==================== cdb_rr_arbiter
cdb_rr_arbiter, close-up of the layout:
The bar under the picture is 10 um long. Region (218, 88) to (258, 128) um. Cells in grey, sequential cells in the stronger grey; small squares are vias.
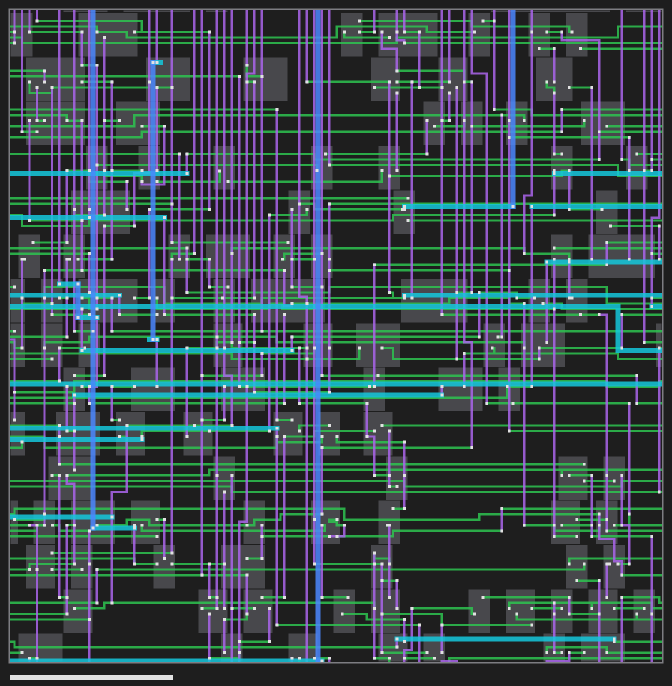
cdb_rr_arbiter, congestion heat map:
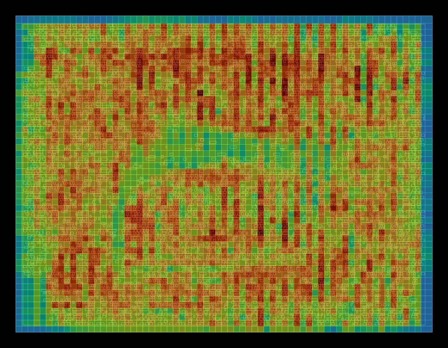
cdb_rr_arbiter, the metal 1 layer:
The bar under the picture is 100 um long. Supply wires on this layer in grey.
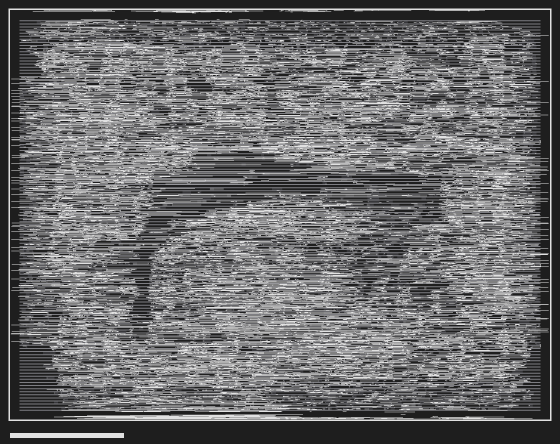
==> src/rtl/cdb_rr_arbiter.sv <==
// CDB arbiter: each cycle grants up to NUM_CDB finished functional units (starved units first,
// then round-robin or fixed priority) and registers the winners' results onto the CDB.
module cdb_rr_arbiter #(
  parameter int NUM_CDB      = 3,
  parameter int NUM_FU       = 8,
  parameter int PRF_BITS     = 6,
  parameter int ROB_BITS     = 5,
  parameter int XLEN         = 32,
  parameter int ARB_MODE     = 1,
  parameter int STARVE_LIMIT = 4
) (
  input  logic                               clock,
  input  logic                               reset,
  input  logic                               nuke,
  input  logic                               cdb_stall,
  input  logic [NUM_FU-1:0]                  fu_valid,
  input  logic [NUM_FU-1:0]                  fu_ready,
  input  logic [NUM_FU-1:0][PRF_BITS-1:0]    fu_dest_prf,
  input  logic [NUM_FU-1:0][ROB_BITS-1:0]    fu_rob_entry,
  input  logic [NUM_FU-1:0][XLEN-1:0]        fu_branch_address,
  input  logic [NUM_FU-1:0][XLEN-1:0]        fu_value,
  input  logic [NUM_FU-1:0]                  fu_value_valid,
  output logic [NUM_FU-1:0]                  fu_sel,
  output logic [NUM_FU-1:0]                  fu_avail,
  output logic [NUM_CDB-1:0]                 cdb_valid,
  output logic [NUM_CDB-1:0][PRF_BITS-1:0]   cdb_dest_prf,
  output logic [NUM_CDB-1:0][ROB_BITS-1:0]   cdb_rob_entry,
  output logic [NUM_CDB-1:0][XLEN-1:0]       cdb_branch_address,
  output logic [NUM_CDB-1:0][XLEN-1:0]       cdb_value,
  output logic [NUM_CDB-1:0]                 cdb_value_valid
);

  localparam int         PTR_W = (NUM_FU > 1) ? $clog2(NUM_FU) : 1;
  localparam logic [3:0] LIMIT = 4'(STARVE_LIMIT);

  typedef struct packed {
    logic [NUM_FU-1:0]             sel;
    logic [NUM_CDB-1:0]            vld;
    logic [NUM_CDB-1:0][PTR_W-1:0] idx;
    logic                          rot_any;
    logic [PTR_W-1:0]              rot_last;
  } arb_t;

  logic [PTR_W-1:0]                ptr;
  logic [PTR_W-1:0]                ptr_nxt;
  logic [NUM_FU-1:0][3:0]          wait_cnt;
  logic [NUM_FU-1:0][3:0]          wait_nxt;
  arb_t                            arb;
  logic [NUM_CDB-1:0][PRF_BITS-1:0] nxt_dest;
  logic [NUM_CDB-1:0][ROB_BITS-1:0] nxt_rob;
  logic [NUM_CDB-1:0][XLEN-1:0]     nxt_br;
  logic [NUM_CDB-1:0][XLEN-1:0]     nxt_val;
  logic [NUM_CDB-1:0]               nxt_vv;

  // Slots are claimed through a one-hot slot marker so slot order equals grant order.
  function automatic arb_t arbitrate(input logic [NUM_FU-1:0]      req,
                                     input logic [PTR_W-1:0]       start,
                                     input logic [NUM_FU-1:0][3:0] cnt);
    arb_t               r;
    logic [NUM_CDB-1:0] slot_oh;
    logic [PTR_W-1:0]   pos;
    int                 idx;
    r       = '0;
    slot_oh = NUM_CDB'(1);
    for (int i = 0; i < NUM_FU; i++) begin
      if (req[i] && (cnt[i] >= LIMIT) && (slot_oh != '0)) begin
        r.sel[i] = 1'b1;
        for (int s = 0; s < NUM_CDB; s++) begin
          if (slot_oh[s]) begin
            r.vld[s] = 1'b1;
            r.idx[s] = PTR_W'(i);
          end
        end
        slot_oh = slot_oh << 1'b1;
      end
    end
    for (int k = 0; k < NUM_FU; k++) begin
      idx = (ARB_MODE == 1) ? int'(start) + k : k;
      if (idx >= NUM_FU) idx = idx - NUM_FU;
      pos = PTR_W'(idx);
      if (req[pos] && !r.sel[pos] && (slot_oh != '0)) begin
        r.sel[pos] = 1'b1;
        for (int s = 0; s < NUM_CDB; s++) begin
          if (slot_oh[s]) begin
            r.vld[s] = 1'b1;
            r.idx[s] = pos;
          end
        end
        slot_oh    = slot_oh << 1'b1;
        r.rot_any  = 1'b1;
        r.rot_last = pos;
      end
    end
    return r;
  endfunction

  // Grant selection; reset, nuke and stall suppress every grant.
  always_comb begin
    arb = '0;
    if (reset || nuke || cdb_stall) begin
      arb = '0;
    end else begin
      arb = arbitrate(fu_valid, ptr, wait_cnt);
    end
  end

  assign fu_sel   = arb.sel;
  assign fu_avail = fu_ready | arb.sel;

  // Winner field mux; unfilled slots carry all-zero data.
  always_comb begin
    nxt_dest = '0;
    nxt_rob  = '0;
    nxt_br   = '0;
    nxt_val  = '0;
    nxt_vv   = '0;
    for (int s = 0; s < NUM_CDB; s++) begin
      if (arb.vld[s]) begin
        nxt_dest[s] = fu_dest_prf[arb.idx[s]];
        nxt_rob[s]  = fu_rob_entry[arb.idx[s]];
        nxt_br[s]   = fu_branch_address[arb.idx[s]];
        nxt_val[s]  = fu_value[arb.idx[s]];
        nxt_vv[s]   = fu_value_valid[arb.idx[s]];
      end else begin
        nxt_dest[s] = '0;
        nxt_rob[s]  = '0;
        nxt_br[s]   = '0;
        nxt_val[s]  = '0;
        nxt_vv[s]   = 1'b0;
      end
    end
  end

  // Next rotation pointer and starvation counters for an active (non-stall, non-nuke) cycle.
  always_comb begin
    ptr_nxt  = ptr;
    wait_nxt = wait_cnt;
    if ((ARB_MODE == 1) && arb.rot_any) begin
      if (arb.rot_last == PTR_W'(NUM_FU - 1)) begin
        ptr_nxt = '0;
      end else begin
        ptr_nxt = arb.rot_last + 1'b1;
      end
    end else begin
      ptr_nxt = ptr;
    end
    for (int i = 0; i < NUM_FU; i++) begin
      if (arb.sel[i] || !fu_valid[i]) begin
        wait_nxt[i] = 4'd0;
      end else if (wait_cnt[i] < LIMIT) begin
        wait_nxt[i] = wait_cnt[i] + 4'd1;
      end else begin
        wait_nxt[i] = wait_cnt[i];
      end
    end
  end

  // State and CDB registers: reset clears all, nuke clears CDB and counters but keeps ptr, stall holds.
  always_ff @(posedge clock) begin
    if (reset) begin
      ptr                <= '0;
      wait_cnt           <= '0;
      cdb_valid          <= '0;
      cdb_dest_prf       <= '0;
      cdb_rob_entry      <= '0;
      cdb_branch_address <= '0;
      cdb_value          <= '0;
      cdb_value_valid    <= '0;
    end else if (nuke) begin
      wait_cnt           <= '0;
      cdb_valid          <= '0;
      cdb_dest_prf       <= '0;
      cdb_rob_entry      <= '0;
      cdb_branch_address <= '0;
      cdb_value          <= '0;
      cdb_value_valid    <= '0;
    end else if (!cdb_stall) begin
      ptr                <= ptr_nxt;
      wait_cnt           <= wait_nxt;
      cdb_valid          <= arb.vld;
      cdb_dest_prf       <= nxt_dest;
      cdb_rob_entry      <= nxt_rob;
      cdb_branch_address <= nxt_br;
      cdb_value          <= nxt_val;
      cdb_value_valid    <= nxt_vv;
    end
  end

endmodule

==> config.mk <==
export PLATFORM = sky130hd
export DESIGN_NAME = cdb_rr_arbiter
export DESIGN_NICKNAME = d
export VERILOG_FILES = /design/src/rtl/cdb_rr_arbiter.sv
export SDC_FILE = /design/constraint.sdc
export NUM_CORES = 1
export LEC_CHECK = 0
export ABC_AREA = 1
export CELL_PAD_IN_SITES_DETAIL_PLACEMENT = 1
export CELL_PAD_IN_SITES_GLOBAL_PLACEMENT = 2
export CORE_ASPECT_RATIO = 0.75
export CORE_MARGIN = 8
export CORE_UTILIZATION = 22
export CTS_CLUSTER_DIAMETER = 40
export DETAILED_ROUTE_END_ITERATION = 12
export PLACE_DENSITY_LB_ADDON = 0.1
export SLEW_MARGIN = 20
export SYNTH_ARGS = -nofsm -noshare
export SYNTH_HDL_FRONTEND = slang
export SYNTH_SLANG_ARGS = --single-unit
==> constraint.sdc <==
create_clock -name clock -period 7.6 [get_ports clock]
set_input_delay 1.14 -clock clock [delete_from_list [all_inputs] [get_ports clock]]
set_output_delay 1.14 -clock clock [all_outputs]
set_load 0.005 [all_outputs]
==> CHANGELOG.md <==
### Changed

- H-tree depth: 3
- Clock buffer cells: 95
- CTS tree: built
- Top power group: combinational logic
- Clock Path Buffers: 3
- Largest regs: cdb_branch_address (96), cdb_value (96), wait_cnt (32)
- Top-count cell post-synth: nand2_1
- Largest net degree at the start of global routing: 215
- Resize count post-CTS: 221
- Post-synth cell types: 54
- Slowest CP cell: ha_4
- Simple Share, Synth: 62.1%
- Top cells by count: 1705 x nand2_1, 1692 x nand3_1, 917 x nand4_1
- Fin. Hold Viols: 0
- Failing checks: setup timing
- Drc violations: 0
- Inverters: 795
- Power Dens Cells: 322 nW/um^2
- Non-clk buf share: 31.3%
- Finish-stage setup viols: 14
- Top cell area share: 24.3%
- R2R setup slack: 0.25 ns
- Sequential power: 1.70 mW
- Pleak: 26.6 nW
- Initial antenna violation count: 41
- Logic share of the area: 43.9%
- Critical Path Stages: 46
- Reg power frac: 9.4%
- Top sig layer: met5
- Cycle use final: 102%
- Clock network power share: 20.3%
- Worst Path Arrival: 6.63 ns
- Final WS setup: -0.172 ns
- Clock network share of area: 5.03%
- Final layout net count: 8230
- Status: finished, violations left
- Sequential cell area share: 9.50%
- FF-to-FF End: cdb_value[68]
## Picture notes: 'close-up of the layout' of cdb_rr_arbiter
| layer | colour |
|---|---|
| metal 3 | cyan |
| metal 1 | green |
| metal 4 | blue |
| metal 2 | purple |
most frequent: nand2_1 (30), inv_1 (20), buf_4 (16)
cells with their middle in the window: 104
sequential cells in the window: 0

## Picture notes: 'congestion heat map' of cdb_rr_arbiter
met2 Use GR: 45.1%
WL/cell: 27.6 um
GR Util met1: 40.8%
GRT Total Usage: 29.3%

## Picture notes: 'the metal 1 layer' of cdb_rr_arbiter
share of all routed wire: 46%
wire length on this layer: 125 mm
longest straight run: 127 um
drt total wl: 270 mm
vias post-DR: 53400


==================== control_unit
control_unit, sizing map:
The bar under the picture is 20 um long.
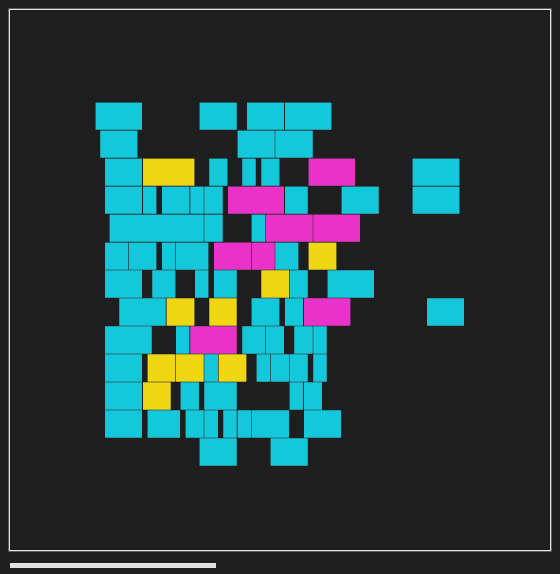
==> src/rtl/kgp_pkg.sv <==
// kgp_pkg: encodings shared by the KGP control unit and datapath.
//   OP_*    : 6-bit instruction opcodes
//   ALU_*   : 3-bit ALU operation select
//   ALUIN_* : 2-bit ALU B-operand source select (2'b11 is never driven)
//   COND_*  : 3-bit branch condition code (3'b110/3'b111 are never driven)
package kgp_pkg;

  localparam logic [5:0] OP_ADD   = 6'b000000;
  localparam logic [5:0] OP_COMP  = 6'b000001;
  localparam logic [5:0] OP_AND   = 6'b000010;
  localparam logic [5:0] OP_XOR   = 6'b000011;
  localparam logic [5:0] OP_DIFF  = 6'b000100;
  localparam logic [5:0] OP_SHLL  = 6'b000101;
  localparam logic [5:0] OP_SHRL  = 6'b000110;
  localparam logic [5:0] OP_SHLLV = 6'b000111;
  localparam logic [5:0] OP_SHRLV = 6'b001000;
  localparam logic [5:0] OP_SHRA  = 6'b001001;
  localparam logic [5:0] OP_SHRAV = 6'b001010;
  localparam logic [5:0] OP_ADDI  = 6'b001011;
  localparam logic [5:0] OP_COMPI = 6'b001100;
  localparam logic [5:0] OP_LW    = 6'b001101;
  localparam logic [5:0] OP_SW    = 6'b001110;
  localparam logic [5:0] OP_B     = 6'b001111;
  localparam logic [5:0] OP_BR    = 6'b010000;
  localparam logic [5:0] OP_BL    = 6'b010001;
  localparam logic [5:0] OP_BLTZ  = 6'b010010;
  localparam logic [5:0] OP_BZ    = 6'b010011;
  localparam logic [5:0] OP_BNZ   = 6'b010100;
  localparam logic [5:0] OP_BCY   = 6'b010101;
  localparam logic [5:0] OP_BNCY  = 6'b010110;
  localparam logic [5:0] OP_HALT  = 6'b111111;

  localparam logic [2:0] ALU_ADD  = 3'b000;
  localparam logic [2:0] ALU_COMP = 3'b001;
  localparam logic [2:0] ALU_AND  = 3'b010;
  localparam logic [2:0] ALU_XOR  = 3'b011;
  localparam logic [2:0] ALU_SLL  = 3'b100;
  localparam logic [2:0] ALU_SRL  = 3'b101;
  localparam logic [2:0] ALU_SRA  = 3'b110;
  localparam logic [2:0] ALU_DIFF = 3'b111;

  localparam logic [1:0] ALUIN_RT    = 2'b00;
  localparam logic [1:0] ALUIN_IMM   = 2'b01;
  localparam logic [1:0] ALUIN_SHAMT = 2'b10;

  localparam logic [2:0] COND_NONE = 3'b000;
  localparam logic [2:0] COND_BLTZ = 3'b001;
  localparam logic [2:0] COND_BZ   = 3'b010;
  localparam logic [2:0] COND_BNZ  = 3'b011;
  localparam logic [2:0] COND_BCY  = 3'b100;
  localparam logic [2:0] COND_BNCY = 3'b101;

endpackage

==> src/rtl/control_unit.sv <==
// control_unit: combinational instruction decoder for the KGP processor,
// plus a sticky halt latch.
//   clk           : rising-edge clock, only clocks the halt latch
//   reset         : asynchronous active-low reset; forces every output to 0
//   opcode[5:0]   : instruction opcode field
//   DataPCSel     : write PC+4 to the register file
//   RegSelect     : destination register is r31
//   RegWrite      : register file write enable
//   MemRead       : data memory read
//   MemWrite      : data memory write
//   MemtoReg      : load data goes to the register file
//   AdSel         : branch target comes from a register
//   unconditional : unconditional branch
//   conditional   : branch condition code
//   ALUop         : ALU operation
//   ALUinSel      : ALU B-operand source
//   halt          : processor halted (HALT opcode now or latched earlier)
module control_unit
  import kgp_pkg::*;
(
  input  logic       clk,
  input  logic       reset,
  input  logic [5:0] opcode,
  output logic       DataPCSel,
  output logic       RegSelect,
  output logic       RegWrite,
  output logic       MemRead,
  output logic       MemWrite,
  output logic       MemtoReg,
  output logic       AdSel,
  output logic       unconditional,
  output logic [2:0] conditional,
  output logic [2:0] ALUop,
  output logic [1:0] ALUinSel,
  output logic       halt
);

  logic r_halt_q;
  logic w_is_halt;

  assign w_is_halt = (opcode == OP_HALT);

  // Sticky halt: once HALT is seen on a clock edge only reset can clear it.
  always_ff @(posedge clk or negedge reset) begin
    if (!reset) begin
      r_halt_q <= 1'b0;
    end else if (w_is_halt) begin
      r_halt_q <= 1'b1;
    end
  end

  // The combinational HALT term lets halt rise in the same cycle the
  // opcode appears; the reset term masks it while reset is held.
  assign halt = reset & (r_halt_q | w_is_halt);

  always_comb begin
    DataPCSel     = 1'b0;
    RegSelect     = 1'b0;
    RegWrite      = 1'b0;
    MemRead       = 1'b0;
    MemWrite      = 1'b0;
    MemtoReg      = 1'b0;
    AdSel         = 1'b0;
    unconditional = 1'b0;
    conditional   = COND_NONE;
    ALUop         = ALU_ADD;
    ALUinSel      = ALUIN_RT;

    case (opcode)
      OP_ADD:   begin RegWrite = 1'b1; ALUop = ALU_ADD;  end
      OP_COMP:  begin RegWrite = 1'b1; ALUop = ALU_COMP; end
      OP_AND:   begin RegWrite = 1'b1; ALUop = ALU_AND;  end
      OP_XOR:   begin RegWrite = 1'b1; ALUop = ALU_XOR;  end
      OP_DIFF:  begin RegWrite = 1'b1; ALUop = ALU_DIFF; end
      OP_SHLLV: begin RegWrite = 1'b1; ALUop = ALU_SLL;  end
      OP_SHRLV: begin RegWrite = 1'b1; ALUop = ALU_SRL;  end
      OP_SHRAV: begin RegWrite = 1'b1; ALUop = ALU_SRA;  end
      OP_SHLL:  begin RegWrite = 1'b1; ALUop = ALU_SLL; ALUinSel = ALUIN_SHAMT; end
      OP_SHRL:  begin RegWrite = 1'b1; ALUop = ALU_SRL; ALUinSel = ALUIN_SHAMT; end
      OP_SHRA:  begin RegWrite = 1'b1; ALUop = ALU_SRA; ALUinSel = ALUIN_SHAMT; end
      OP_ADDI:  begin RegWrite = 1'b1; ALUop = ALU_ADD;  ALUinSel = ALUIN_IMM; end
      OP_COMPI: begin RegWrite = 1'b1; ALUop = ALU_COMP; ALUinSel = ALUIN_IMM; end
      OP_LW: begin
        RegWrite = 1'b1;
        MemRead  = 1'b1;
        MemtoReg = 1'b1;
        ALUinSel = ALUIN_IMM;
      end
      OP_SW: begin
        MemWrite = 1'b1;
        ALUinSel = ALUIN_IMM;
      end
      OP_B:  unconditional = 1'b1;
      OP_BR: begin unconditional = 1'b1; AdSel = 1'b1; end
      OP_BL: begin
        // Branch-and-link: PC+4 is written to r31.
        unconditional = 1'b1;
        RegWrite      = 1'b1;
        RegSelect     = 1'b1;
        DataPCSel     = 1'b1;
      end
      OP_BLTZ: conditional = COND_BLTZ;
      OP_BZ:   conditional = COND_BZ;
      OP_BNZ:  conditional = COND_BNZ;
      OP_BCY:  conditional = COND_BCY;
      OP_BNCY: conditional = COND_BNCY;
      default: ;
    endcase

    // Reset overrides the decode, not just the halt latch.
    if (!reset) begin
      DataPCSel     = 1'b0;
      RegSelect     = 1'b0;
      RegWrite      = 1'b0;
      MemRead       = 1'b0;
      MemWrite      = 1'b0;
      MemtoReg      = 1'b0;
      AdSel         = 1'b0;
      unconditional = 1'b0;
      conditional   = COND_NONE;
      ALUop         = ALU_ADD;
      ALUinSel      = ALUIN_RT;
    end
  end

endmodule

==> config.mk <==
export PLATFORM = sky130hd
export DESIGN_NAME = control_unit
export DESIGN_NICKNAME = d
export VERILOG_FILES = /design/src/rtl/kgp_pkg.sv /design/src/rtl/control_unit.sv
export SDC_FILE = /design/constraint.sdc
export NUM_CORES = 1
export LEC_CHECK = 0
export CORE_MARGIN = 8
export CORE_UTILIZATION = 30
export CTS_CLUSTER_SIZE = 20
export DETAILED_ROUTE_END_ITERATION = 16
export PLACE_DENSITY = 0.76
export SLEW_MARGIN = 20
export SYNTH_ARGS = -nofsm -noshare
export SYNTH_HDL_FRONTEND = slang
export SYNTH_SLANG_ARGS = --single-unit
==> constraint.sdc <==
create_clock -name clk -period 2.6 [get_ports clk]
set_input_delay 0.39 -clock clk [delete_from_list [all_inputs] [get_ports clk]]
set_output_delay 0.39 -clock clk [all_outputs]
set_load 0.02 [all_outputs]
==> CHANGELOG.md <==
### Changed

- Final core utilization: 53.4%
- Met3 wire length: 68 um
- Number of logged tool warnings: 29
- CP max stage delay: 0.60 ns
- R2R setup slack: 1.97 ns
- Clock group: 0 mW
- Initial antenna violation count: 0
- Share of async-settable or async-resettable flops after synthesis: 100%
- Sequential cell area share: 3.70%
- Final layout net count: 92
- Biggest Area Class: non-clock buffers
- Synth Register Bits: 1
- Fmax: 397 MHz
- Inverters: 1
- Final non-filler cell total: 97
- Relative slew slack: 74.6%
- First-pass GRT wire length: 1.74 mm
- Max reg flops: 1
- Top cell area share: 12.5%
- Biggest register: r_halt_q
- Hpwl dp: 940 um
- First-pass DRT Iterations: 3
- Most frequent cells in the layout: 17 x clkdlybuf4s50_1, 8 x nand2_1, 8 x buf_4
- Tap cells: 15
- Multi-input gates: 48
- Busiest layer in global routing: met2
- Die Width: 52.5 um
- Int Power: 0.0605 mW
- Met2 routed WL: 517 um
- Ys Warns: 0
- Final ANT Viol Nets: 0
- Port Buffer Count: 24
- Most frequent logic cell in the layout: clkdlybuf4s50_1
- Flop Count: 1
- Largest net degree at the start of global routing: 16
- Via density: 4.92
- Floorplan Utilization: 31.5%
- Fin. Hold Viols: 0
- Pins Over Slew Limit: 0
- CP Launch Type: input port
- Cycle use final: 96.9%
- Cell Area, Synth: 399 um^2
- Worst-margin pin slew: 0.380 ns
- Worst setup endpoint: unconditional
- Peak VDD IR: 0.0958 mV
- Fin Setup TNS: 0 ns
- Biggest area cells: nor3b_2 13%, a21oi_1 8.8%, buf_6 8.5%, nand2_1 7.5%, nor2_1 6.6%
- Max Cap Viol: 0
- Tot Pwr: 0.103 mW
- GRT Total Usage: 7.41%
- FF-to-FF End: r_halt_q
- Status: finished, final reports clean
- Layout Skew: 0 ns
- Reg power frac: 19.6%
- Syn_nets: 65
- Slowest CP cell: clkdlybuf4s50_1
## Picture notes: 'sizing map' of control_unit
| size | colour | cells | share |
|---|---|---|---|
| _0 and _1 cells | cyan | 65 | 79% |
| _3 and _4 cells | yellow | 9 | 11% |
| _2 cells | magenta | 8 | 9.8% |
Final WS setup: 0.0800 ns
Area growth, synth to finish: 69.6%
finished layout cell area: 677 um^2


==================== bnn_feat_loader_flat
`src/rtl/bnn_feat_loader_if.sv`:
```
// bnn_feat_loader_if
//   Handshake bundle around the feature loader: the sample stream into the
//   loader and the prediction stream out of it.
//   master : sample source / prediction consumer side
//   slave  : the loader itself
//   s_data/s_valid/s_ready       feature samples, one per accept
//   pred_out/pred_valid/pred_ready captured classifier result
interface bnn_feat_loader_if #(
    parameter int FEAT_BITS = 4,
    parameter int PW        = 3
);
    logic [FEAT_BITS-1:0] s_data;
    logic                 s_valid;
    logic                 s_ready;
    logic [PW-1:0]        pred_out;
    logic                 pred_valid;
    logic                 pred_ready;

    modport master (
        output s_data, s_valid, pred_ready,
        input  s_ready, pred_out, pred_valid
    );

    modport slave (
        input  s_data, s_valid, pred_ready,
        output s_ready, pred_out, pred_valid
    );
endinterface

```
`src/rtl/bnn_feat_loader.sv`:
```
// bnn_feat_loader
//   Streaming front end for a sequential BNN classifier. Packs FEAT_CNT
//   samples into the parallel features bus, commits it in one step, pulses
//   cls_start, waits SETTLE_CYCLES clocks and hands the classifier's
//   prediction out over a valid/ready handshake.
// Ports
//   clk        clock, rising edge
//   rst        synchronous active-low reset
//   bus        bnn_feat_loader_if.slave (sample in, prediction out)
//   features   committed vector, feature i at [i*FEAT_BITS +: FEAT_BITS]
//   cls_start  one-cycle restart pulse to the classifier
//   prediction classifier result, sampled at the end of the settle window
//   hist_count per-class handshake counters (only with BNN_LOADER_HIST_EN)
// Build option
//   BNN_LOADER_HIST_EN : adds saturating per-class prediction counters.
module bnn_feat_loader #(
    parameter int FEAT_CNT      = 12,
    parameter int FEAT_BITS     = 4,
    parameter int CLASS_CNT     = 6,
    parameter int SETTLE_CYCLES = 48,
    parameter int TEST_CNT      = 1000,
    localparam int PW = (CLASS_CNT > 1) ? $clog2(CLASS_CNT) : 1,
    localparam int HW = $clog2(TEST_CNT + 1)
) (
    input  logic                          clk,
    input  logic                          rst,
    bnn_feat_loader_if.slave              bus,
    output logic [FEAT_CNT*FEAT_BITS-1:0] features,
    output logic                          cls_start,
    input  logic [PW-1:0]                 prediction
`ifdef BNN_LOADER_HIST_EN
    ,
    output logic [CLASS_CNT*HW-1:0]       hist_count
`endif
);
    localparam int IW = (FEAT_CNT > 1) ? $clog2(FEAT_CNT) : 1;
    localparam int CW = (SETTLE_CYCLES > 1) ? $clog2(SETTLE_CYCLES) : 1;

    typedef enum logic [1:0] {LOAD, SETTLE, DONE} state_t;

    state_t state_q, state_d;

    logic [FEAT_CNT-1:0][FEAT_BITS-1:0] stage_q, stage_nxt, feat_q;
    logic [IW-1:0]                      idx_q;
    logic [CW-1:0]                      cnt_q;
    logic                               s_ready_q;
    logic                               start_q;
    logic [PW-1:0]                      pred_q;
    logic                               pvld_q;

    logic accept, last, cnt_last, hs;

    // s_ready is only ever high in LOAD, but qualify anyway so a stray
    // s_valid can never touch the staging register outside LOAD.
    assign accept   = (state_q == LOAD) && bus.s_valid && s_ready_q;
    assign last     = (idx_q == IW'(FEAT_CNT - 1));
    assign cnt_last = (cnt_q == CW'(SETTLE_CYCLES - 1));
    assign hs       = (state_q == DONE) && pvld_q && bus.pred_ready;

    // Staging contents including the sample being accepted this cycle, so
    // the commit can publish the full vector on the same edge.
    always_comb begin
        stage_nxt        = stage_q;
        stage_nxt[idx_q] = bus.s_data;
    end

    always_ff @(posedge clk) begin
        if (!rst) state_q <= LOAD;
        else      state_q <= state_d;
    end

    always_comb begin
        state_d = state_q;
        case (state_q)
            LOAD:    if (accept && last) state_d = SETTLE;
            SETTLE:  if (cnt_last)       state_d = DONE;
            DONE:    if (hs)             state_d = LOAD;
            default:                     state_d = LOAD;
        endcase
    end

    always_ff @(posedge clk) begin
        if (!rst) begin
            stage_q   <= '0;
            feat_q    <= '0;
            idx_q     <= '0;
            cnt_q     <= '0;
            s_ready_q <= 1'b0;
            start_q   <= 1'b0;
            pred_q    <= '0;
            pvld_q    <= 1'b0;
        end else begin
            start_q <= 1'b0;
            case (state_q)
                LOAD: begin
                    // Comes up after reset on the first active edge; drops
                    // only on the committing accept.
                    s_ready_q <= ~(accept && last);
                    if (accept) begin
                        stage_q <= stage_nxt;
                        if (last) begin
                            feat_q  <= stage_nxt;
                            start_q <= 1'b1;
                            idx_q   <= '0;
                            cnt_q   <= '0;
                        end else begin
                            idx_q <= idx_q + 1'b1;
                        end
                    end
                end
                SETTLE: begin
                    cnt_q <= cnt_q + 1'b1;
                    if (cnt_last) begin
                        pred_q <= prediction;
                        pvld_q <= 1'b1;
                    end
                end
                DONE: begin
                    if (hs) begin
                        pvld_q    <= 1'b0;
                        s_ready_q <= 1'b1;
                    end
                end
                default: ;
            endcase
        end
    end

    assign features       = feat_q;
    assign cls_start      = start_q;
    assign bus.s_ready    = s_ready_q;
    assign bus.pred_out   = pred_q;
    assign bus.pred_valid = pvld_q;

`ifdef BNN_LOADER_HIST_EN
    logic [CLASS_CNT-1:0][HW-1:0] hist_q;

    // One saturating counter per class; out-of-range predictions match no
    // counter and are dropped.
    for (genvar c = 0; c < CLASS_CNT; c++) begin : g_hist
        always_ff @(posedge clk) begin
            if (!rst)
                hist_q[c] <= '0;
            else if (hs && (pred_q == PW'(c)) && (hist_q[c] != {HW{1'b1}}))
                hist_q[c] <= hist_q[c] + 1'b1;
        end
    end

    assign hist_count = hist_q;
`endif
endmodule

```
`src/flat_wrapper.sv`:
```
// flat-port wrapper written by rule: the top's interface ports become plain ports
module bnn_feat_loader_flat 
#(
    parameter int FEAT_CNT      = 12,
    parameter int FEAT_BITS     = 4,
    parameter int CLASS_CNT     = 6,
    parameter int SETTLE_CYCLES = 48,
    parameter int TEST_CNT      = 1000,
    localparam int PW = (CLASS_CNT > 1) ? $clog2(CLASS_CNT) : 1,
    localparam int HW = $clog2(TEST_CNT + 1)
)
  (clk, rst, features, cls_start, prediction, bus_s_data, bus_s_valid, bus_pred_ready, bus_s_ready, bus_pred_out, bus_pred_valid);
  bnn_feat_loader_if #(.FEAT_BITS(FEAT_BITS), .PW((3))) bus_i ();
  input  logic clk;
  input  logic rst;
  output logic [FEAT_CNT*FEAT_BITS-1:0] features;
  output logic cls_start;
  input  logic [PW-1:0] prediction;
  input wire logic [$bits(bus_i.s_data)-1:0] bus_s_data;
  input wire logic [$bits(bus_i.s_valid)-1:0] bus_s_valid;
  input wire logic [$bits(bus_i.pred_ready)-1:0] bus_pred_ready;
  output wire logic [$bits(bus_i.s_ready)-1:0] bus_s_ready;
  output wire logic [$bits(bus_i.pred_out)-1:0] bus_pred_out;
  output wire logic [$bits(bus_i.pred_valid)-1:0] bus_pred_valid;
  assign bus_i.s_data = bus_s_data;
  assign bus_i.s_valid = bus_s_valid;
  assign bus_i.pred_ready = bus_pred_ready;
  assign bus_s_ready = bus_i.s_ready;
  assign bus_pred_out = bus_i.pred_out;
  assign bus_pred_valid = bus_i.pred_valid;
  bnn_feat_loader #(.FEAT_CNT(FEAT_CNT), .FEAT_BITS(FEAT_BITS), .CLASS_CNT(CLASS_CNT), .SETTLE_CYCLES(SETTLE_CYCLES), .TEST_CNT(TEST_CNT)) u_core (.clk(clk), .rst(rst), .bus(bus_i), .features(features), .cls_start(cls_start), .prediction(prediction));
endmodule
```
`config.mk`:
```
export PLATFORM = sky130hd
export DESIGN_NAME = bnn_feat_loader_flat
export DESIGN_NICKNAME = d
export VERILOG_FILES = /design/src/rtl/bnn_feat_loader_if.sv /design/src/rtl/bnn_feat_loader.sv /design/src/flat_wrapper.sv
export SDC_FILE = /design/constraint.sdc
export NUM_CORES = 1
export LEC_CHECK = 0
export ABC_AREA = 1
export ABC_CLOCK_PERIOD_IN_PS = 1800
export CAP_MARGIN = 20
export CORE_UTILIZATION = 62
export DETAILED_ROUTE_END_ITERATION = 7
export DONT_BUFFER_PORTS = 1
export PLACE_DENSITY = 0.75
export SLEW_MARGIN = 20
export SYNTH_ARGS = -nofsm -noshare
export SYNTH_HDL_FRONTEND = slang
export SYNTH_SLANG_ARGS = --single-unit
```
`constraint.sdc`:
```
create_clock -name clk -period 1.8 [get_ports clk]
set_clock_uncertainty 0.1 [all_clocks]
set_input_delay 0.18 -clock clk [delete_from_list [all_inputs] [get_ports clk]]
set_output_delay 0.18 -clock clk [all_outputs]
set_load 0.02 [all_outputs]
```
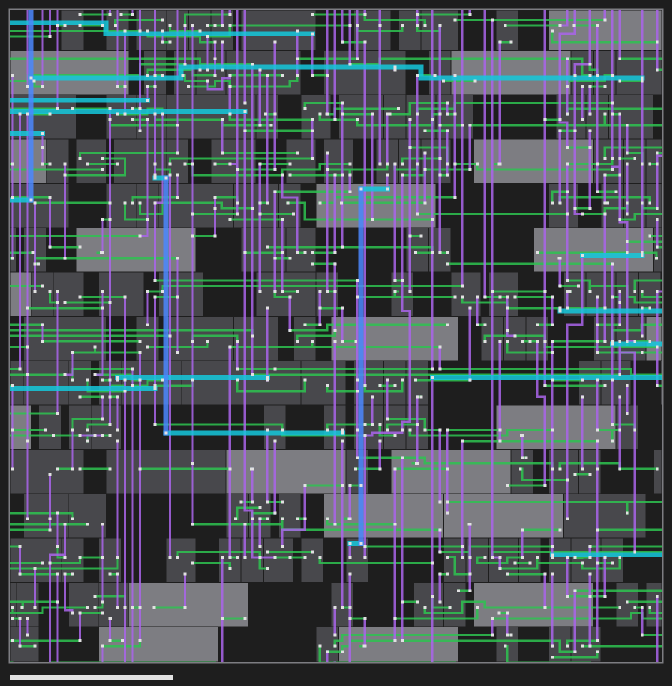
bnn_feat_loader_flat: close-up of the layout
The bar under the picture is 10 um long. Region (24, 6) to (64, 46) um. Cells in grey, sequential cells in the stronger grey; small squares are vias.
| layer | colour |
|---|---|
| metal 1 | green |
| metal 4 | blue |
| metal 2 | purple |
| metal 3 | cyan |
sequential cells in the window: 17
cells with their middle in the window: 162
netlist names of flops here include: `u_core.stage_q` (11), `u_core.idx_q` (3), `u_core.features` (2)
most frequent: nand2_1 (34), nor2_1 (25), o21ai_0 (20)

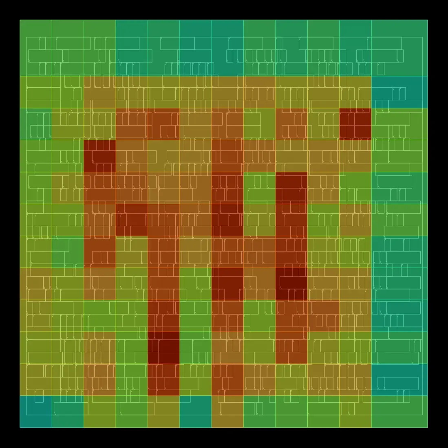
bnn_feat_loader_flat: congestion heat map
routing usage on met3: 4.90%
WL/cell: 13.3 um

==> CHANGELOG.md <==
### Changed

- Finish-stage setup viols: 0
- Clk slew on worst S/H paths: 0.10 ns
- Hold EP: u_core.idx_q[3]
- Final WS setup: 0.0880 ns
- Crit-path cells: ha_1 > nand3_2 > nor2_8 > buf_4 > nand2_4 > inv_6 > buf_4 > nand2_1 > nand2_1
- RSZ-0062 raised after global routing: yes
- Final ANT Viol Nets: 0
- HP Start: rst
- Status: finished, final reports clean
- Logic share of the area: 41.3%
- Sw Pwr: 1.07 mW
- Num CTS Buffers: 9
- Hold crit path type: in2reg
- Initial antenna violation count: 0
- Largest logic family: simple AND/OR/NAND/NOR gates
- Worst setup endpoint: u_core.features[36]
- Core ar.: 6980 um^2
- Latest clock arrival within the worst-skew pair: 0.35 ns
- Switching Fraction: 25.5%
- Worst R2R Start: u_core.idx_q[1]
- Mux share: 0%
- GPL Wtd Cong: 0.801
- Simple Share, Synth: 29.6%
- Top cell area share: 48.0%
- Final worst path period need: 1.71 ns
- Seq share, synth: 48.0%
- Final core utilization: 70.9%
- Clock buffer cells: 10
- Power Dens Cells: 844 nW/um^2
- Sequential cell area share: 44.5%
- Root buffer cell: clkbuf_8
- Biggest Area Class: flip-flops and latches
- Relative slew slack: 54.9%
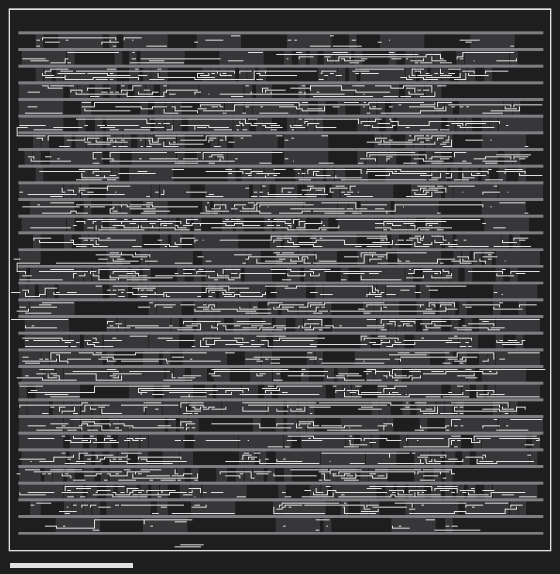
bnn_feat_loader_flat: the metal 1 layer
The bar under the picture is 20 um long. Supply wires on this layer in grey.
main direction: horizontal
wire length on this layer: 4560 um
vias post-DR: 4029
drt total wl: 10.2 mm
GR Util met1: 35.5%


==================== updown_modn_counter
updown_modn_counter, congestion heat map:
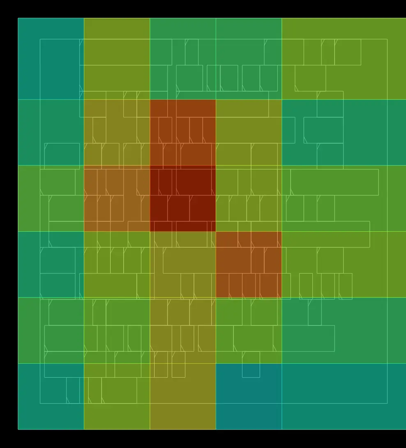
updown_modn_counter, routed metal, one colour a layer:
Two of the layers only.
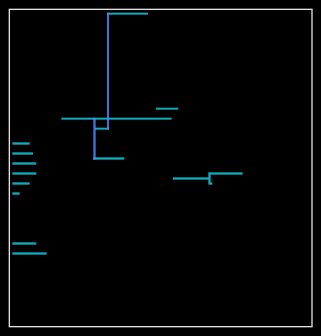
[src/rtl/counter_pkg.sv]
// Shared constants for the up/down modulo-N counter: direction encoding and default sizing.
package counter_pkg;

    localparam logic DIR_UP   = 1'b1;
    localparam logic DIR_DOWN = 1'b0;

    localparam int unsigned DEF_WIDTH   = 4;
    localparam int unsigned DEF_MODULUS = 12;

endpackage

[src/rtl/updown_modn_counter.sv]
// Up/down modulo-MODULUS counter with load clamp, saturate/wrap select, carry-out and wrap pulse.
// Optional sticky overflow flag enabled by defining UPDN_OVF_STICKY_EN.
module updown_modn_counter
    import counter_pkg::*;
#(
    parameter int unsigned WIDTH   = DEF_WIDTH,
    parameter int unsigned MODULUS = DEF_MODULUS
) (
    input  logic             clk,
    input  logic             rst,
    input  logic             clr,
    input  logic             load,
    input  logic [WIDTH-1:0] a,
    input  logic             en,
    input  logic             up,
    input  logic             sat,
    output logic [WIDTH-1:0] count,
    output logic             tc,
    output logic             wrap,
    output logic             ovf
);

    localparam logic [WIDTH-1:0] CNT_MIN = '0;
    localparam logic [WIDTH-1:0] CNT_MAX = WIDTH'(MODULUS - 1);

    logic [WIDTH-1:0] r_count;
    logic             r_wrap;
    logic [WIDTH-1:0] w_count_next;
    logic             w_wrap_next;
    logic             w_at_max;
    logic             w_at_min;
    logic             w_is_up;

    assign w_at_max = (r_count == CNT_MAX);
    assign w_at_min = (r_count == CNT_MIN);
    assign w_is_up  = (up == DIR_UP);

    always_comb begin
        w_count_next = r_count;
        w_wrap_next  = 1'b0;
        if (clr) begin
            w_count_next = CNT_MIN;
        end else if (load) begin
            w_count_next = (a > CNT_MAX) ? CNT_MAX : a;
        end else if (en) begin
            if (w_is_up) begin
                if (!w_at_max) begin
                    w_count_next = r_count + WIDTH'(1);
                end else if (!sat) begin
                    w_count_next = CNT_MIN;
                    w_wrap_next  = 1'b1;
                end
            end else begin
                if (!w_at_min) begin
                    w_count_next = r_count - WIDTH'(1);
                end else if (!sat) begin
                    w_count_next = CNT_MAX;
                    w_wrap_next  = 1'b1;
                end
            end
        end
    end

    always_ff @(posedge clk or negedge rst) begin
        if (!rst) begin
            r_count <= CNT_MIN;
            r_wrap  <= 1'b0;
        end else begin
            r_count <= w_count_next;
            r_wrap  <= w_wrap_next;
        end
    end

`ifdef UPDN_OVF_STICKY_EN
    logic r_ovf;

    always_ff @(posedge clk or negedge rst) begin
        if (!rst) begin
            r_ovf <= 1'b0;
        end else if (clr) begin
            r_ovf <= 1'b0;
        end else if (w_wrap_next) begin
            r_ovf <= 1'b1;
        end
    end

    assign ovf = r_ovf;
`else
    assign ovf = 1'b0;
`endif

    // Carry-out looks only at en/up/count so cascaded stages see it regardless of sat/clr/load.
    assign tc    = en & ((w_is_up & w_at_max) | (~w_is_up & w_at_min));
    assign count = r_count;
    assign wrap  = r_wrap;

endmodule

[config.mk]
export PLATFORM = sky130hd
export DESIGN_NAME = updown_modn_counter
export DESIGN_NICKNAME = d
export VERILOG_FILES = /design/src/rtl/counter_pkg.sv /design/src/rtl/updown_modn_counter.sv
export SDC_FILE = /design/constraint.sdc
export NUM_CORES = 1
export LEC_CHECK = 0
export ABC_AREA = 1
export CAP_MARGIN = 40
export CORE_AREA = 2 2 39 41
export CTS_CLUSTER_DIAMETER = 80
export DETAILED_ROUTE_END_ITERATION = 16
export DIE_AREA = 0 0 41 43
export GPL_TIMING_DRIVEN = 0
export MAX_ROUTING_LAYER = met4
export PLACE_DENSITY = 0.73
export RECOVER_POWER = 100
export SYNTH_ARGS = -nofsm -noshare
export SYNTH_HDL_FRONTEND = slang
export SYNTH_SLANG_ARGS = --single-unit
[constraint.sdc]
create_clock -name clk -period 1.7 [get_ports clk]
set_input_delay 0.51 -clock clk [delete_from_list [all_inputs] [get_ports clk]]
set_output_delay 0.51 -clock clk [all_outputs]
set_load 0.05 [all_outputs]
==> CHANGELOG.md <==
### Changed

- Status: finished, violations left
- Failing checks: setup timing
- Clock network power share: 23.0%
- Most frequent logic cell in the layout: nand2_1
- Logic cell area: 392 um^2
- Cell Area, Synth: 528 um^2
- Hold slack: 0.556 ns
- Synth area leader: dfrtp_1
- Clock buffer cells: 4
- Post-synth EDFFs: 0
- Yosys Chip Area: 528 um^2
- Grt ovf: 0
- Peak VDD IR: 0.369 mV
- Met2 Use GR: 30.6%
- Finish-stage setup viols: 1
- Slowest CP cell: dfrtp_2
- Top-count cell post-synth: nand2_1
- # fillers: 123
- CP Capture Type: output port
- R2R setup slack: 0.18 ns
- Inverters: 13
- Xor/xnor share: 3.32%
- Yosys aoi share: 9.24%
- Final WS setup: -0.183 ns
- Row count: 14
- Clk slew on worst S/H paths: 0.05 ns
- RSZ-0062 raised after global routing: yes
- Signal buffers: 29
- Top cell area share: 23.7%
- Die area: 1760 um^2
- Synth Register Bits: 5
- Pins Over Slew Limit: 0
- Die Width: 41 um
- Critical Path Stages: 6
- Sequential power: 0.157 mW
- Share of async-settable or async-resettable flops after synthesis: 100%
- Hold crit path type: in2async
- Met3 wire length: 59 um
- FF-to-FF End: count[3]
- Resize count post-CTS: 21
- Largest logic family: simple AND/OR/NAND/NOR gates
- Post-CTS Setup Bufs: 5
- Fin. Hold Viols: 0
- Gate power share: 51.5%
- Yosys cell count: 84
- Io pins: 18
- Placed Cells: 116
- Seq share, synth: 23.7%
- Crit-path cells: ha_4 > nand3_4 > inv_4 > o21ai_4 > nor2_4 > buf_6
- Max Cap Viol: 0
- Mux share: 0%
- Final non-filler cell total: 131
- Logic share of the area: 44.7%
- Top sig layer: met4
- Top power group: combinational logic
- Pleak: 0.432 nW
- Latest clock arrival within the worst-skew pair: 0.25 ns
## Picture notes: 'congestion heat map' of updown_modn_counter
routing usage on met3: 5.24%
busiest layer in global routing: met2
WL/cell: 11.2 um
GRT Total Usage: 19.0%
GR Util met1: 21.2%

## Picture notes: 'routed metal, one colour a layer' of updown_modn_counter
| layer | colour | wire length |
|---|---|---|
| metal 3 | cyan | 59.8 um |
| metal 4 | blue | 21.1 um |
vias post-DR: 622
drt total wl: 1.47 mm


==================== pic_rom_fetch_scheduler
pic_rom_fetch_scheduler, sizing map:
The bar under the picture is 20 um long.
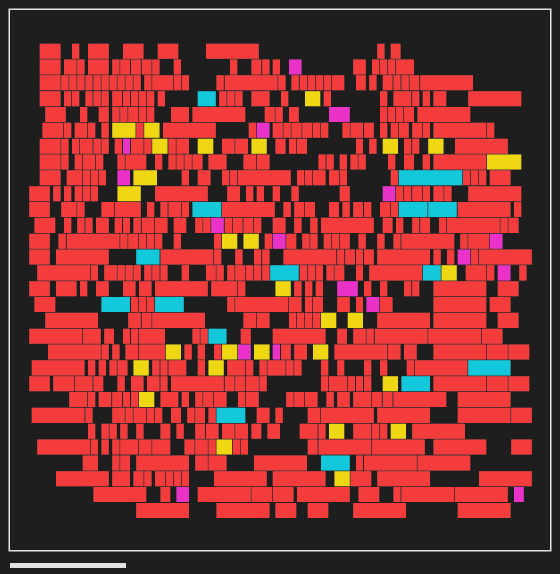
pic_rom_fetch_scheduler, congestion heat map:
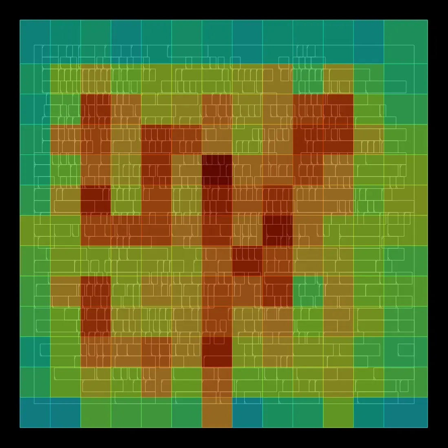
pic_rom_fetch_scheduler, close-up of the layout:
The bar under the picture is 10 um long. Region (26, 8) to (66, 48) um. Cells in grey, sequential cells in the stronger grey; small squares are vias.
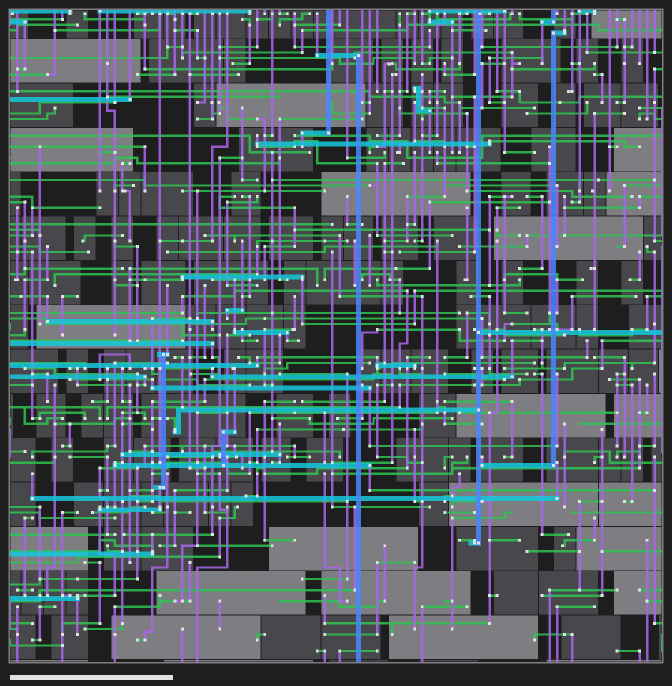
### src/rtl/pic_sched_pkg.sv
// Shared definitions for the picture-ROM fetch scheduler: FSM states, window
// select codes and a half-open span test used by the region comparators.
package pic_sched_pkg;

  typedef enum logic [2:0] {
    S_IDLE   = 3'd0,
    S_SCAN   = 3'd1,
    S_FETCH0 = 3'd2,
    S_FETCH1 = 3'd3,
    S_DONE   = 3'd4
  } sched_state_t;

  localparam logic [1:0] WIN_NONE = 2'd0;
  localparam logic [1:0] WIN0     = 2'd1;
  localparam logic [1:0] WIN1     = 2'd2;

  function automatic logic in_span(input int v, input int lo, input int len);
    return (v >= lo) && (v < lo + len);
  endfunction

endpackage

### src/rtl/pic_rom_fetch_scheduler_tag_delay_line.sv
// Reset-clearable LAT-stage shift register; aligns the fetch owner tag with
// pixel data leaving the ROM and filter pipeline.
module tag_delay_line #(
  parameter int WIDTH = 2,
  parameter int LAT   = 8
) (
  input  logic             pix_clk,
  input  logic             rstn,
  input  logic [WIDTH-1:0] din,
  output logic [WIDTH-1:0] dout
);

  logic [WIDTH-1:0] pipe_q [LAT];
  logic [WIDTH-1:0] pipe_d [LAT];

  always_comb begin
    pipe_d[0] = din;
    for (int i = 1; i < LAT; i++) begin
      pipe_d[i] = pipe_q[i-1];
    end
  end

  always_ff @(posedge pix_clk or negedge rstn) begin
    if (!rstn) begin
      for (int i = 0; i < LAT; i++) begin
        pipe_q[i] <= '0;
      end
    end else begin
      for (int i = 0; i < LAT; i++) begin
        pipe_q[i] <= pipe_d[i];
      end
    end
  end

  assign dout = pipe_q[LAT-1];

endmodule

### src/rtl/pic_rom_fetch_scheduler.sv
// Arbitrates the single picture-ROM read port between WIN0 (raw) and WIN1
// (filtered), issuing addresses LEAD cycles ahead of the raster.
//
// state    | meaning
// S_IDLE   | no frame armed; waiting for a vs edge with en=1
// S_SCAN   | frame armed, raster outside both fetch regions
// S_FETCH0 | WIN0 owns the ROM port this cycle
// S_FETCH1 | WIN1 owns the ROM port this cycle
// S_DONE   | all WIN1 pixels fetched; waiting for next frame start
module pic_rom_fetch_scheduler
  import pic_sched_pkg::*;
#(
  parameter int X_BITS    = 12,
  parameter int Y_BITS    = 12,
  parameter int ADDR_BITS = 16,
  parameter int PIC_W     = 256,
  parameter int PIC_H     = 256,
  parameter int WIN0_X    = 640,
  parameter int WIN1_X    = 1024,
  parameter int WIN_Y     = 412,
  parameter int LEAD      = 8
) (
  input  logic                 pix_clk,
  input  logic                 rstn,
  input  logic                 vs_in,
  input  logic                 de_in,
  input  logic [X_BITS-1:0]    act_x,
  input  logic [Y_BITS-1:0]    act_y,
  input  logic                 en,
  output logic [ADDR_BITS-1:0] rom_addr,
  output logic                 rom_rd_en,
  output logic [1:0]           fetch_win,
  output logic [1:0]           pix_sel,
  output logic                 frame_done
);

  // One extra bit so the counters can hold the saturation value PIC_W*PIC_H.
  localparam int CNT_BITS = ADDR_BITS + 1;
  localparam logic [CNT_BITS-1:0] CNT_MAX = CNT_BITS'(PIC_W * PIC_H);

  sched_state_t         state_q, state_d;
  logic                 vs_q;
  logic [CNT_BITS-1:0]  cnt0_q, cnt0_d;
  logic [CNT_BITS-1:0]  cnt1_q, cnt1_d;
  logic [ADDR_BITS-1:0] rom_addr_q, rom_addr_d;
  logic                 rom_rd_en_q, rom_rd_en_d;
  logic [1:0]           fetch_win_q, fetch_win_d;
  logic                 frame_done_q, frame_done_d;

  logic                 frame_start;
  logic                 in_r0, in_r1;
  logic                 run;
  logic                 fetch0, fetch1;
  logic [CNT_BITS-1:0]  base0, base1;

  always_comb begin
    frame_start = vs_in & ~vs_q;
    in_r0 = de_in && in_span(int'(act_y), WIN_Y, PIC_H)
                  && in_span(int'(act_x), WIN0_X - LEAD, PIC_W);
    in_r1 = de_in && in_span(int'(act_y), WIN_Y, PIC_H)
                  && in_span(int'(act_x), WIN1_X - LEAD, PIC_W);

    // A frame start with en=1 already fetches in the same cycle from cleared counters.
    run   = frame_start ? en
                        : (state_q == S_SCAN || state_q == S_FETCH0 || state_q == S_FETCH1);
    base0 = frame_start ? '0 : cnt0_q;
    base1 = frame_start ? '0 : cnt1_q;

    fetch0 = run && in_r0;
    fetch1 = run && in_r1 && !in_r0;

    cnt0_d = base0;
    if (fetch0 && base0 != CNT_MAX) cnt0_d = base0 + CNT_BITS'(1);
    // WIN1 keeps counting while WIN0 holds the port so its geometry stays intact.
    cnt1_d = base1;
    if (run && in_r1 && base1 != CNT_MAX) cnt1_d = base1 + CNT_BITS'(1);

    rom_rd_en_d = fetch0 || fetch1;
    fetch_win_d = fetch0 ? WIN0 : (fetch1 ? WIN1 : WIN_NONE);
    rom_addr_d  = fetch0 ? base0[ADDR_BITS-1:0]
                         : (fetch1 ? base1[ADDR_BITS-1:0] : '0);

    if (run) begin
      if (cnt1_d == CNT_MAX) state_d = S_DONE;
      else if (in_r0)        state_d = S_FETCH0;
      else if (in_r1)        state_d = S_FETCH1;
      else                   state_d = S_SCAN;
    end else if (frame_start) begin
      state_d = S_IDLE;
    end else begin
      state_d = state_q;
    end

    frame_done_d = (state_d == S_DONE) && (state_q != S_DONE);
  end

  always_ff @(posedge pix_clk or negedge rstn) begin
    if (!rstn) begin
      state_q      <= S_IDLE;
      vs_q         <= 1'b0;
      cnt0_q       <= '0;
      cnt1_q       <= '0;
      rom_addr_q   <= '0;
      rom_rd_en_q  <= 1'b0;
      fetch_win_q  <= WIN_NONE;
      frame_done_q <= 1'b0;
    end else begin
      state_q      <= state_d;
      vs_q         <= vs_in;
      cnt0_q       <= cnt0_d;
      cnt1_q       <= cnt1_d;
      rom_addr_q   <= rom_addr_d;
      rom_rd_en_q  <= rom_rd_en_d;
      fetch_win_q  <= fetch_win_d;
      frame_done_q <= frame_done_d;
    end
  end

  tag_delay_line #(
    .WIDTH(2),
    .LAT  (LEAD)
  ) u_tag_delay (
    .pix_clk(pix_clk),
    .rstn   (rstn),
    .din    (fetch_win_q),
    .dout   (pix_sel)
  );

  assign rom_addr   = rom_addr_q;
  assign rom_rd_en  = rom_rd_en_q;
  assign fetch_win  = fetch_win_q;
  assign frame_done = frame_done_q;

endmodule

### config.mk
export PLATFORM = sky130hd
export DESIGN_NAME = pic_rom_fetch_scheduler
export DESIGN_NICKNAME = d
export VERILOG_FILES = /design/src/rtl/pic_sched_pkg.sv /design/src/rtl/pic_rom_fetch_scheduler_tag_delay_line.sv /design/src/rtl/pic_rom_fetch_scheduler.sv
export SDC_FILE = /design/constraint.sdc
export NUM_CORES = 1
export LEC_CHECK = 0
export ABC_AREA = 1
export CAP_MARGIN = 20
export CORE_MARGIN = 3
export CORE_UTILIZATION = 55
export CTS_CLUSTER_SIZE = 10
export DETAILED_ROUTE_END_ITERATION = 8
export PLACE_DENSITY = 0.89
export SKIP_LAST_GASP = 1
export SLEW_MARGIN = 10
export SYNTH_ARGS = -nofsm -noshare
export SYNTH_HDL_FRONTEND = slang
export SYNTH_HIERARCHICAL = 1
export SYNTH_SLANG_ARGS = --single-unit
### constraint.sdc
create_clock -name pix_clk -period 3.3 [get_ports pix_clk]
set_input_delay 0.66 -clock pix_clk [delete_from_list [all_inputs] [get_ports pix_clk]]
set_output_delay 0.66 -clock pix_clk [all_outputs]
set_load 0.01 [all_outputs]
==> CHANGELOG.md <==
### Changed

- Status: finished, final reports clean
- Root buffer cell: clkbuf_8
- CP Launch Type: input port
- Latest clock arrival within the worst-skew pair: 0.35 ns
- Top cells by count: 132 x nand2_1, 81 x inv_1, 74 x dfrtp_1
- Final layout net count: 650
- Inverters: 84
- Ys Warns: 6
- Vias post-DR: 4014
- Logic share of the area: 37.5%
- FF-to-FF End: state_q[1]
- Largest net degree at the start of global routing: 41
- Tap cells: 96
- Critical Path Stages: 18
- Synth area leader: dfrtp_1
- Fmax: 338 MHz
- Grt ovf: 0
- Row count: 30
- Pins Over Slew Limit: 0
- CP Launch Point: vs_in
- Peak VDD IR: 0.355 mV
- Int Power: 1.35 mW
- Area growth, synth to finish: 21.1%
- R2r worst-path depth: 18
- Comb group: 0.197 mW
- Top cell area share: 44.7%
- Clk slew on worst S/H paths: 0.09 ns
- Io pins: 51
- Drc violations: 0
- Post-CTS Setup Bufs: 0
- Clock network power share: 39.6%
- CTS tree: built
- Initial antenna violation count: 0
- Cell Area, Synth: 4140 um^2
- Met2 routed WL: 5.25 mm
- Tot Pwr: 1.85 mW
- Core ar.: 7060 um^2
- Multi-input gates: 379
- Max Cap Viol: 0
- Worst Path Arrival: 3.21 ns
- Share of async-settable or async-resettable flops after synthesis: 100%
- Most frequent logic cell in the layout: nand2_1
- CP required: 3.55 ns
- Switching Fraction: 27.1%
- Yosys Chip Area: 4140 um^2
- GPL Wtd Cong: 1.05
- Largest logic family: simple AND/OR/NAND/NOR gates
- Cts hold-fix bufs: 0
## Picture notes: 'sizing map' of pic_rom_fetch_scheduler
| size | colour | cells | share |
|---|---|---|---|
| _2 cells | magenta | 17 | 2.7% |
| _0 and _1 cells | red | 561 | 90% |
| _6 and larger | cyan | 15 | 2.4% |
| _3 and _4 cells | yellow | 29 | 4.7% |
Signal buffers: 69
finished layout cell area: 5010 um^2

## Picture notes: 'congestion heat map' of pic_rom_fetch_scheduler
final core utilization: 71.0%
GRT Total Usage: 27.1%
GR Util met1: 36.4%
WL/cell: 15.3 um

## Picture notes: 'close-up of the layout' of pic_rom_fetch_scheduler
| layer | colour |
|---|---|
| metal 2 | purple |
| metal 1 | green |
| metal 4 | blue |
| metal 3 | cyan |
most frequent: nand2_1 (27), inv_1 (19), nor2_1 (19)
sequential cells in the window: 15
cells with their middle in the window: 158
netlist names of flops here include: `cnt0_q` (8), `rom_addr` (4)



## Gallery

The metal 1 layer.
Plate I
The bar under the picture is 20 um long. Supply wires on this layer in grey.
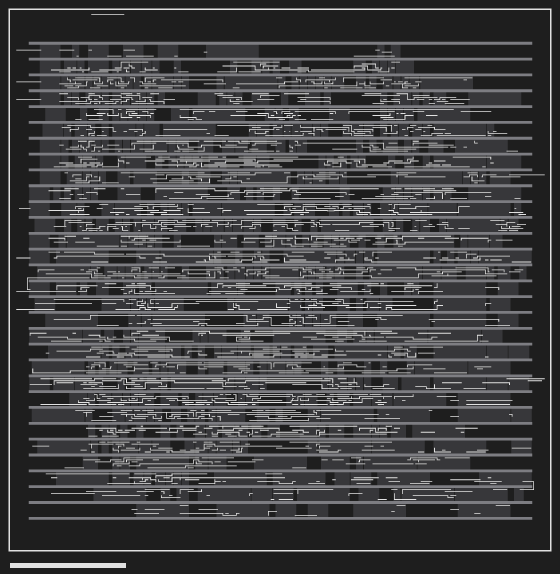
Plate II
The bar under the picture is 10 um long. Supply wires on this layer in grey.
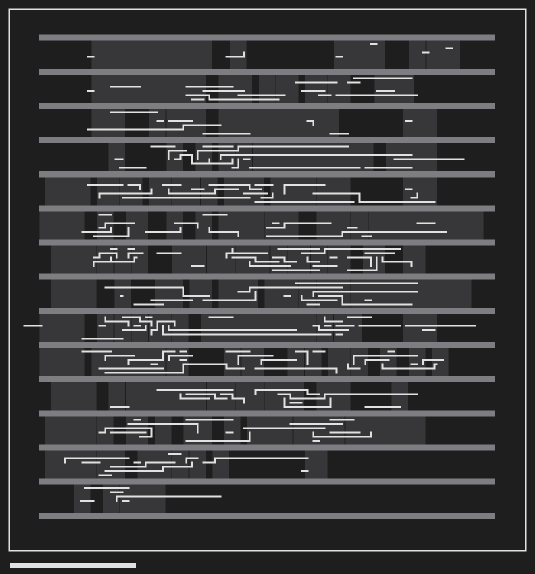
Plate III
The bar under the picture is 20 um long. Supply wires on this layer in grey.
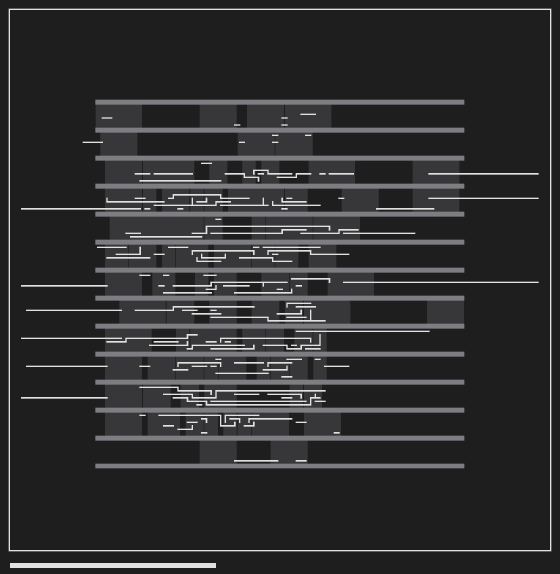
The one with the largest die is Plate I.
The one with the smallest die is Plate II.
updown_modn_counter: Plate II
pic_rom_fetch_scheduler: Plate I
control_unit: Plate III

No activity file was given, so power comes from the tool's default toggle rates.
